######## design 1 ########
Design 1, signal wires on met1:
Cells faint in the background.
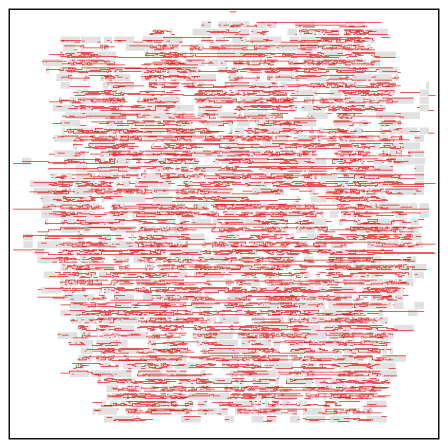

File: src/rtl/simmem_release_sched.sv
// Per-slot delay scheduler driving the release enable vector of one response bank.
// Optional protocol checking (sticky err_o) is built when SIMMEM_RELEASE_SCHED_CHECK_EN is defined.
module simmem_release_sched #(
    parameter int unsigned NumSlots = 16,
    parameter int unsigned SlotW    = $clog2(NumSlots),
    parameter int unsigned DelayW   = 8
) (
    input  logic                clk_i,
    input  logic                rst_i,
    input  logic                load_valid_i,
    output logic                load_ready_o,
    input  logic [SlotW-1:0]    load_iid_i,
    input  logic [DelayW-1:0]   load_delay_i,
    input  logic                tick_en_i,
    output logic [NumSlots-1:0] release_en_o,
    input  logic [NumSlots-1:0] released_onehot_i,
    output logic [SlotW:0]      num_pending_o,
    output logic                err_o
);

    typedef enum logic [1:0] {
        ST_IDLE,
        ST_COUNT,
        ST_ELIG
    } slot_state_e;

    slot_state_e       state_q [NumSlots];
    slot_state_e       state_d [NumSlots];
    logic [DelayW-1:0] cnt_q   [NumSlots];
    logic [DelayW-1:0] cnt_d   [NumSlots];
    logic [SlotW:0]    pend_q;
    logic [SlotW:0]    pend_d;
    logic              iid_in_range;
    logic              accept;

    assign iid_in_range = ({1'b0, load_iid_i} < (SlotW+1)'(NumSlots));

    always_comb begin
        load_ready_o = 1'b0;
        if (!rst_i && iid_in_range) begin
            load_ready_o = (state_q[load_iid_i] == ST_IDLE);
        end
        accept       = load_valid_i && load_ready_o;
        pend_d       = '0;
        release_en_o = '0;
        for (int unsigned i = 0; i < NumSlots; i++) begin
            state_d[i] = state_q[i];
            cnt_d[i]   = cnt_q[i];
            case (state_q[i])
                ST_IDLE: begin
                    // A delay of 0 or 1 skips counting: eligible on the next cycle.
                    if (accept && (load_iid_i == SlotW'(i))) begin
                        if (load_delay_i > DelayW'(1)) begin
                            state_d[i] = ST_COUNT;
                            cnt_d[i]   = load_delay_i - DelayW'(1);
                        end else begin
                            state_d[i] = ST_ELIG;
                        end
                    end
                end
                ST_COUNT: begin
                    if (tick_en_i) begin
                        if (cnt_q[i] == DelayW'(1)) begin
                            state_d[i] = ST_ELIG;
                            cnt_d[i]   = '0;
                        end else begin
                            cnt_d[i] = cnt_q[i] - DelayW'(1);
                        end
                    end
                end
                ST_ELIG: begin
                    if (released_onehot_i[i]) begin
                        state_d[i] = ST_IDLE;
                    end
                end
                default: state_d[i] = ST_IDLE;
            endcase
            if (state_d[i] != ST_IDLE) begin
                pend_d = pend_d + (SlotW+1)'(1);
            end
            release_en_o[i] = (state_q[i] == ST_ELIG);
        end
    end

    always_ff @(posedge clk_i) begin
        if (rst_i) begin
            for (int unsigned i = 0; i < NumSlots; i++) begin
                state_q[i] <= ST_IDLE;
                cnt_q[i]   <= '0;
            end
            pend_q <= '0;
        end else begin
            for (int unsigned i = 0; i < NumSlots; i++) begin
                state_q[i] <= state_d[i];
                cnt_q[i]   <= cnt_d[i];
            end
            pend_q <= pend_d;
        end
    end

    assign num_pending_o = pend_q;

`ifdef SIMMEM_RELEASE_SCHED_CHECK_EN
    logic err_q;
    logic err_d;

    // release_en_o mirrors the ELIG set, so it doubles as the legal-release mask.
    always_comb begin
        err_d = err_q;
        if ((|(released_onehot_i & ~release_en_o)) ||
            (|(released_onehot_i & (released_onehot_i - NumSlots'(1)))) ||
            (load_valid_i && !iid_in_range)) begin
            err_d = 1'b1;
        end
    end

    always_ff @(posedge clk_i) begin
        if (rst_i) begin
            err_q <= 1'b0;
        end else begin
            err_q <= err_d;
        end
    end

    assign err_o = err_q;
`else
    assign err_o = 1'b0;
`endif

endmodule

File: config.mk
export PLATFORM = sky130hd
export DESIGN_NAME = simmem_release_sched
export DESIGN_NICKNAME = d
export VERILOG_FILES = /design/src/rtl/simmem_release_sched.sv
export SDC_FILE = /design/constraint.sdc
export NUM_CORES = 1
export LEC_CHECK = 0
export ABC_CLOCK_PERIOD_IN_PS = 21000
export CAP_MARGIN = 20
export CORE_MARGIN = 3
export CORE_UTILIZATION = 55
export CTS_BUF_LIST = sky130_fd_sc_hd__clkbuf_8
export CTS_CLUSTER_SIZE = 8
export DETAILED_ROUTE_END_ITERATION = 8
export PLACE_DENSITY = 0.8
export SLEW_MARGIN = 40
export SYNTH_ARGS = -nofsm -noshare
export SYNTH_HDL_FRONTEND = slang
export SYNTH_SLANG_ARGS = --single-unit
File: constraint.sdc
create_clock -name clk_i -period 21 [get_ports clk_i]
set_input_delay 4.2 -clock clk_i [delete_from_list [all_inputs] [get_ports clk_i]]
set_output_delay 4.2 -clock clk_i [all_outputs]
set_load 0.02 [all_outputs]
######## design 2 ########
`config.mk`:
```
export PLATFORM = sky130hd
export DESIGN_NAME = mini_core_p
export DESIGN_NICKNAME = d
export VERILOG_FILES = /design/src/rtl/mini_core_pkg.sv /design/src/rtl/mini_core_alu.sv /design/src/rtl/mini_core_p.sv
export SDC_FILE = /design/constraint.sdc
export NUM_CORES = 1
export LEC_CHECK = 0
export CAP_MARGIN = 25
export CORE_MARGIN = 5
export CORE_UTILIZATION = 43
export DETAILED_ROUTE_END_ITERATION = 6
export GPL_TIMING_DRIVEN = 0
export PLACE_DENSITY_LB_ADDON = 0.2
export SYNTH_ARGS = -nofsm -noshare
export SYNTH_HDL_FRONTEND = slang
export SYNTH_SLANG_ARGS = --single-unit
```
`constraint.sdc`:
```
create_clock -name clk -period 3.8 [get_ports clk]
set_clock_uncertainty 0.2 [all_clocks]
set_input_delay 0.76 -clock clk [delete_from_list [all_inputs] [get_ports clk]]
set_output_delay 0.76 -clock clk [all_outputs]
set_load 0.05 [all_outputs]
```
`src/rtl/mini_core_pkg.sv`:
```
// Shared definitions for the mini_core_p processor: opcodes, instruction
// field positions and the control FSM state encoding.
package mini_core_pkg;

    localparam logic [3:0] OP_NOP  = 4'h0;
    localparam logic [3:0] OP_LDI  = 4'h1;
    localparam logic [3:0] OP_ADD  = 4'h2;
    localparam logic [3:0] OP_SUB  = 4'h3;
    localparam logic [3:0] OP_AND  = 4'h4;
    localparam logic [3:0] OP_OR   = 4'h5;
    localparam logic [3:0] OP_XOR  = 4'h6;
    localparam logic [3:0] OP_JMP  = 4'h7;
    localparam logic [3:0] OP_JZ   = 4'h8;
    localparam logic [3:0] OP_HALT = 4'hF;

    localparam int OP_HI  = 15;
    localparam int OP_LO  = 12;
    localparam int RD_HI  = 11;
    localparam int RD_LO  = 10;
    localparam int RS_HI  = 9;
    localparam int RS_LO  = 8;
    localparam int IMM_HI = 7;
    localparam int IMM_LO = 0;

    typedef enum logic [2:0] {
        ST_IDLE   = 3'd0,
        ST_FETCH  = 3'd1,
        ST_DECODE = 3'd2,
        ST_EXEC   = 3'd3,
        ST_WB     = 3'd4,
        ST_HALT   = 3'd5
    } state_t;

    // Opcodes 2..6 are the ALU operations that update the zero flag.
    function automatic logic is_alu_op(input logic [3:0] op);
        return (op >= OP_ADD) && (op <= OP_XOR);
    endfunction

    function automatic logic is_arith_op(input logic [3:0] op);
        return (op == OP_ADD) || (op == OP_SUB);
    endfunction

endpackage

```
`src/rtl/mini_core_alu.sv`:
```
// Combinational ALU for mini_core_p. Unknown opcodes pass operand b through,
// which is how LDI moves its immediate into the result register.
module mini_alu
    import mini_core_pkg::*;
#(
    parameter int DW = 8
) (
    input  logic [3:0]    op,
    input  logic [DW-1:0] a,
    input  logic [DW-1:0] b,
    output logic [DW-1:0] result,
    output logic          zero,
    output logic          carry
);

    logic [DW:0] wide;

    always_comb begin
        wide = '0;
        case (op)
            OP_ADD:  wide = {1'b0, a} + {1'b0, b};
            // Bit DW of the extended subtraction is the borrow.
            OP_SUB:  wide = {1'b0, a} - {1'b0, b};
            OP_AND:  wide = {1'b0, a & b};
            OP_OR:   wide = {1'b0, a | b};
            OP_XOR:  wide = {1'b0, a ^ b};
            default: wide = {1'b0, b};
        endcase
        result = wide[DW-1:0];
        carry  = wide[DW];
        zero   = (wide[DW-1:0] == '0);
    end

endmodule

```
`src/rtl/mini_core_p.sv`:
```
// Four-register multi-cycle processor: FETCH/DECODE/EXEC/WB per instruction,
// program memory writable only while stopped (IDLE or HALT).
module mini_core_p
    import mini_core_pkg::*;
#(
    parameter int DW     = 8,
    parameter int IDEPTH = 16,
    parameter int AW     = $clog2(IDEPTH)
) (
    input  logic          clk,
    input  logic          rst,
    input  logic          start,
    input  logic          prog_we,
    input  logic [AW-1:0] prog_addr,
    input  logic [15:0]   prog_data,
    input  logic [1:0]    dbg_sel,
    output logic [DW-1:0] dbg_data,
    output logic [AW-1:0] pc_out,
    output logic          busy,
    output logic          halted,
    output logic          zflag,
    output logic          cflag,
    output logic [2:0]    dbg_state
);

    state_t        state_q;
    state_t        state_d;
    logic [AW-1:0] pc;
    logic [15:0]   ir;
    logic [DW-1:0] regs [4];
    logic [DW-1:0] opa;
    logic [DW-1:0] opb;
    logic [DW-1:0] res_q;
    logic [15:0]   imem [IDEPTH];

    logic [3:0]    ir_op;
    logic [1:0]    ir_rd;
    logic [1:0]    ir_rs;
    logic [DW-1:0] imm_ext;
    logic [AW-1:0] jump_target;
    logic          stopped;
    logic          writes_rd;
    logic          jump_taken;

    logic [DW-1:0] alu_result;
    logic          alu_zero;
    logic          alu_carry;

    assign ir_op       = ir[OP_HI:OP_LO];
    assign ir_rd       = ir[RD_HI:RD_LO];
    assign ir_rs       = ir[RS_HI:RS_LO];
    assign imm_ext     = DW'(ir[IMM_HI:IMM_LO]);
    assign jump_target = ir[AW-1:0];
    assign stopped     = (state_q == ST_IDLE) || (state_q == ST_HALT);
    assign writes_rd   = (ir_op == OP_LDI) || is_alu_op(ir_op);
    assign jump_taken  = (ir_op == OP_JMP) || ((ir_op == OP_JZ) && zflag);

    mini_alu #(
        .DW (DW)
    ) u_alu (
        .op     (ir_op),
        .a      (opa),
        .b      (opb),
        .result (alu_result),
        .zero   (alu_zero),
        .carry  (alu_carry)
    );

    always_ff @(posedge clk) begin
        if (rst) begin
            state_q <= ST_IDLE;
        end else begin
            state_q <= state_d;
        end
    end

    always_comb begin
        state_d = state_q;
        case (state_q)
            ST_IDLE,
            ST_HALT:   if (start) state_d = ST_FETCH;
            ST_FETCH:  state_d = ST_DECODE;
            ST_DECODE: state_d = ST_EXEC;
            ST_EXEC:   state_d = (ir_op == OP_HALT) ? ST_HALT : ST_WB;
            ST_WB:     state_d = ST_FETCH;
            default:   state_d = ST_IDLE;
        endcase
    end

    always_ff @(posedge clk) begin
        if (rst) begin
            pc    <= '0;
            ir    <= '0;
            opa   <= '0;
            opb   <= '0;
            res_q <= '0;
            zflag <= 1'b0;
            cflag <= 1'b0;
            for (int i = 0; i < 4; i++) begin
                regs[i] <= '0;
            end
        end else begin
            case (state_q)
                ST_IDLE,
                ST_HALT: begin
                    if (start) pc <= '0;
                end
                ST_FETCH: begin
                    ir <= imem[pc];
                end
                ST_DECODE: begin
                    opa <= regs[ir_rd];
                    opb <= (ir_op == OP_LDI) ? imm_ext : regs[ir_rs];
                end
                ST_EXEC: begin
                    res_q <= alu_result;
                    if (is_alu_op(ir_op))   zflag <= alu_zero;
                    if (is_arith_op(ir_op)) cflag <= alu_carry;
                end
                ST_WB: begin
                    if (writes_rd) regs[ir_rd] <= res_q;
                    pc <= jump_taken ? jump_target : pc + AW'(1);
                end
                default: ;
            endcase
        end
    end

    // No reset on the program store: its contents must survive rst.
    always_ff @(posedge clk) begin
        if (!rst && prog_we && stopped) begin
            imem[prog_addr] <= prog_data;
        end
    end

    assign dbg_data  = regs[dbg_sel];
    assign pc_out    = pc;
    assign busy      = (state_q == ST_FETCH) || (state_q == ST_DECODE) ||
                       (state_q == ST_EXEC)  || (state_q == ST_WB);
    assign halted    = (state_q == ST_HALT);
    assign dbg_state = state_q;

endmodule

```

==> screenshots <==
The metal 4 layer.
Bar = 50 um. Cells faint in the background.
panel A
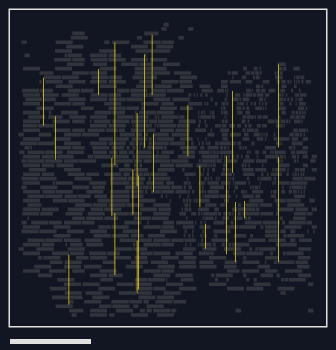
panel B
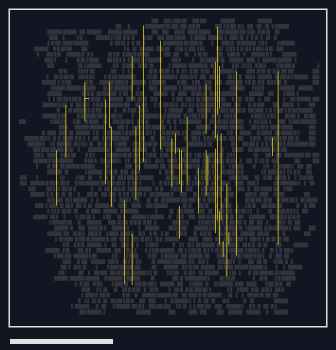
design 1: panel B
design 2: panel A
- largest die: panel A

Design 2, metal 2:
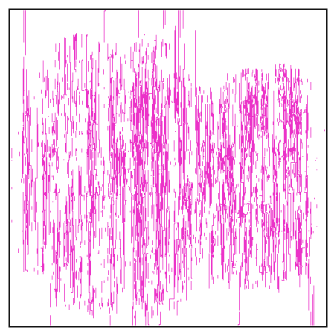
- longest straight run: 69.0 um
- share of all routed wire: 49%
- main direction: vertical
- nets with wire on the layer: 901
- wire length on this layer: 17800 um

==> reports/notes.md, design 2 <==
The run finished with clean final reports. Of all power groups, the one with the highest power is registers. Hold analysis shows the worst path with a depth of 2. Per the detailed placement report, the placed cell area equals 0.0162 mm^2. The die height works out to 195 um.

The endpoint of the worst hold-timing path was ir[0]. The number of post-CTS setup repair buffers was 0. Length in cells of the worst reg-to-reg path: 10. Number of flip-flops in the largest register: 256. The power in combinational cells was 0.000862 W. STA classifies the critical path startpoint as an input pin.

The post-placement cell count is 1404, and the cell resize tally after clock tree synthesis is 0. Share of total power consumed by net switching: 0.236. The count of buffers added on input and output ports is 42.
-- design 2: layer usage --
layer	global-route usage	vias up	wire, um
met1	0.266	4319	15600
met2	0.315	272	17800
li1	-	3742	-
met3	0.0300	57	2160
met4	0.0515	0	901
met5	0	-	0
-- design 2: cell families after synthesis --
| logic type | count (synthesis) | synth area share |
|---|---|---|
| AOI/OAI and AO/OA | 106 | 0.0493 |
| and+or+nand+nor | 222 | 0.0767 |
| DFF | 337 | 0.652 |
| xor gates and xnor gates | 11 | 0.00652 |
| muxes | 115 | 0.166 |
| adders and majority gates | 28 | 0.0241 |
| buffers and inverters | 76 | 0.0255 |
Design 1, metal 2:
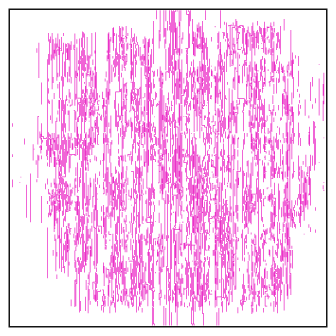
- nets with wire on the layer: 1372
- longest straight run: 63.2 um

Notes on 'signal wires on met1' of design 1 above:
- nets with wire on the layer: 1583
- wire length on this layer: 14700 um

==> reports/notes.md, design 1 <==
Setup repair after global routing left no endpoint under its margin. The register with the most flip-flops in the layout has 128 of them. The run finished with clean final reports. Hold analysis lists the worst path endpoint as cnt_q[1][46]. Depth of the CTS H-tree: 4. The area share of the largest cell type after synthesis is 0.276, and the reported sequential group power is 0.000321 W. TritonCTS built the clock tree. Per STA, the highest per-stage delay on the worst path measures 990 ps. The launch instance of the worst register-to-register path is state_q[13][0]. Summed over all combinational cells, the power is 0.000110 W.

The met2 routing resource usage after global routing is 0.431, and the clock sink count is 165. The remaining max-slew budget at the tightest pin was 0.425; the combinational share of power was 0.160. The synthesis warning total came out at 0. The detailed router used layers up to and including met4. The power report puts the leakage power at 4.76 nW. Minimum setup slack after placement: 5190 ps. The tools report the net switching power figure as 0.000206 W. After detailed placement, the total cell area comes to 0.0127 mm^2.

In the layout the commonest cells are sky130_fd_sc_hd__nor2_1 (254), sky130_fd_sc_hd__dfxtp_1 (165), sky130_fd_sc_hd__o21ai_0 (142), sky130_fd_sc_hd__nand2_1 (122). The worst setup path is of the input pin to flip-flop kind.
-- design 1: cell families after synthesis --
family | Yosys count | synth area share
other cells | 1 | 0.000313
flops | 165 | 0.276
compound gates | 454 | 0.246
fa+ha+maj | 49 | 0.0512
xor+xnor | 90 | 0.0754
buf+inv | 159 | 0.0513
simple gates | 672 | 0.270
mux | 35 | 0.0295
-- design 1: area by class of cell --
cell class,count,area [um^2]
well taps,275,344
clock buffers,17,234
multi-input cells,1301,8200
flip-flops and latches,165,3300
inverters,66,248
repair buffers,64,622
clock inverters,15,193
fillers,1893,8070


==> notes/layouts.md <==
Pictures saved along the way, in no particular order.

Congestion heat map.
(a)
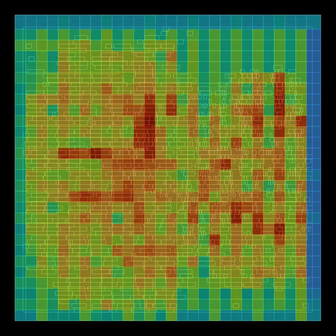
(b)
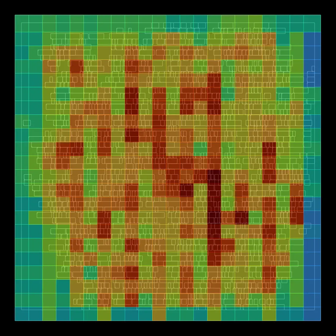
- design 2 = (a)
- design 1 = (b)
Of these, highest utilization: (b)
Of these, highest track usage: (b)

No activity file was given, so power comes from the tool's default toggle rates.
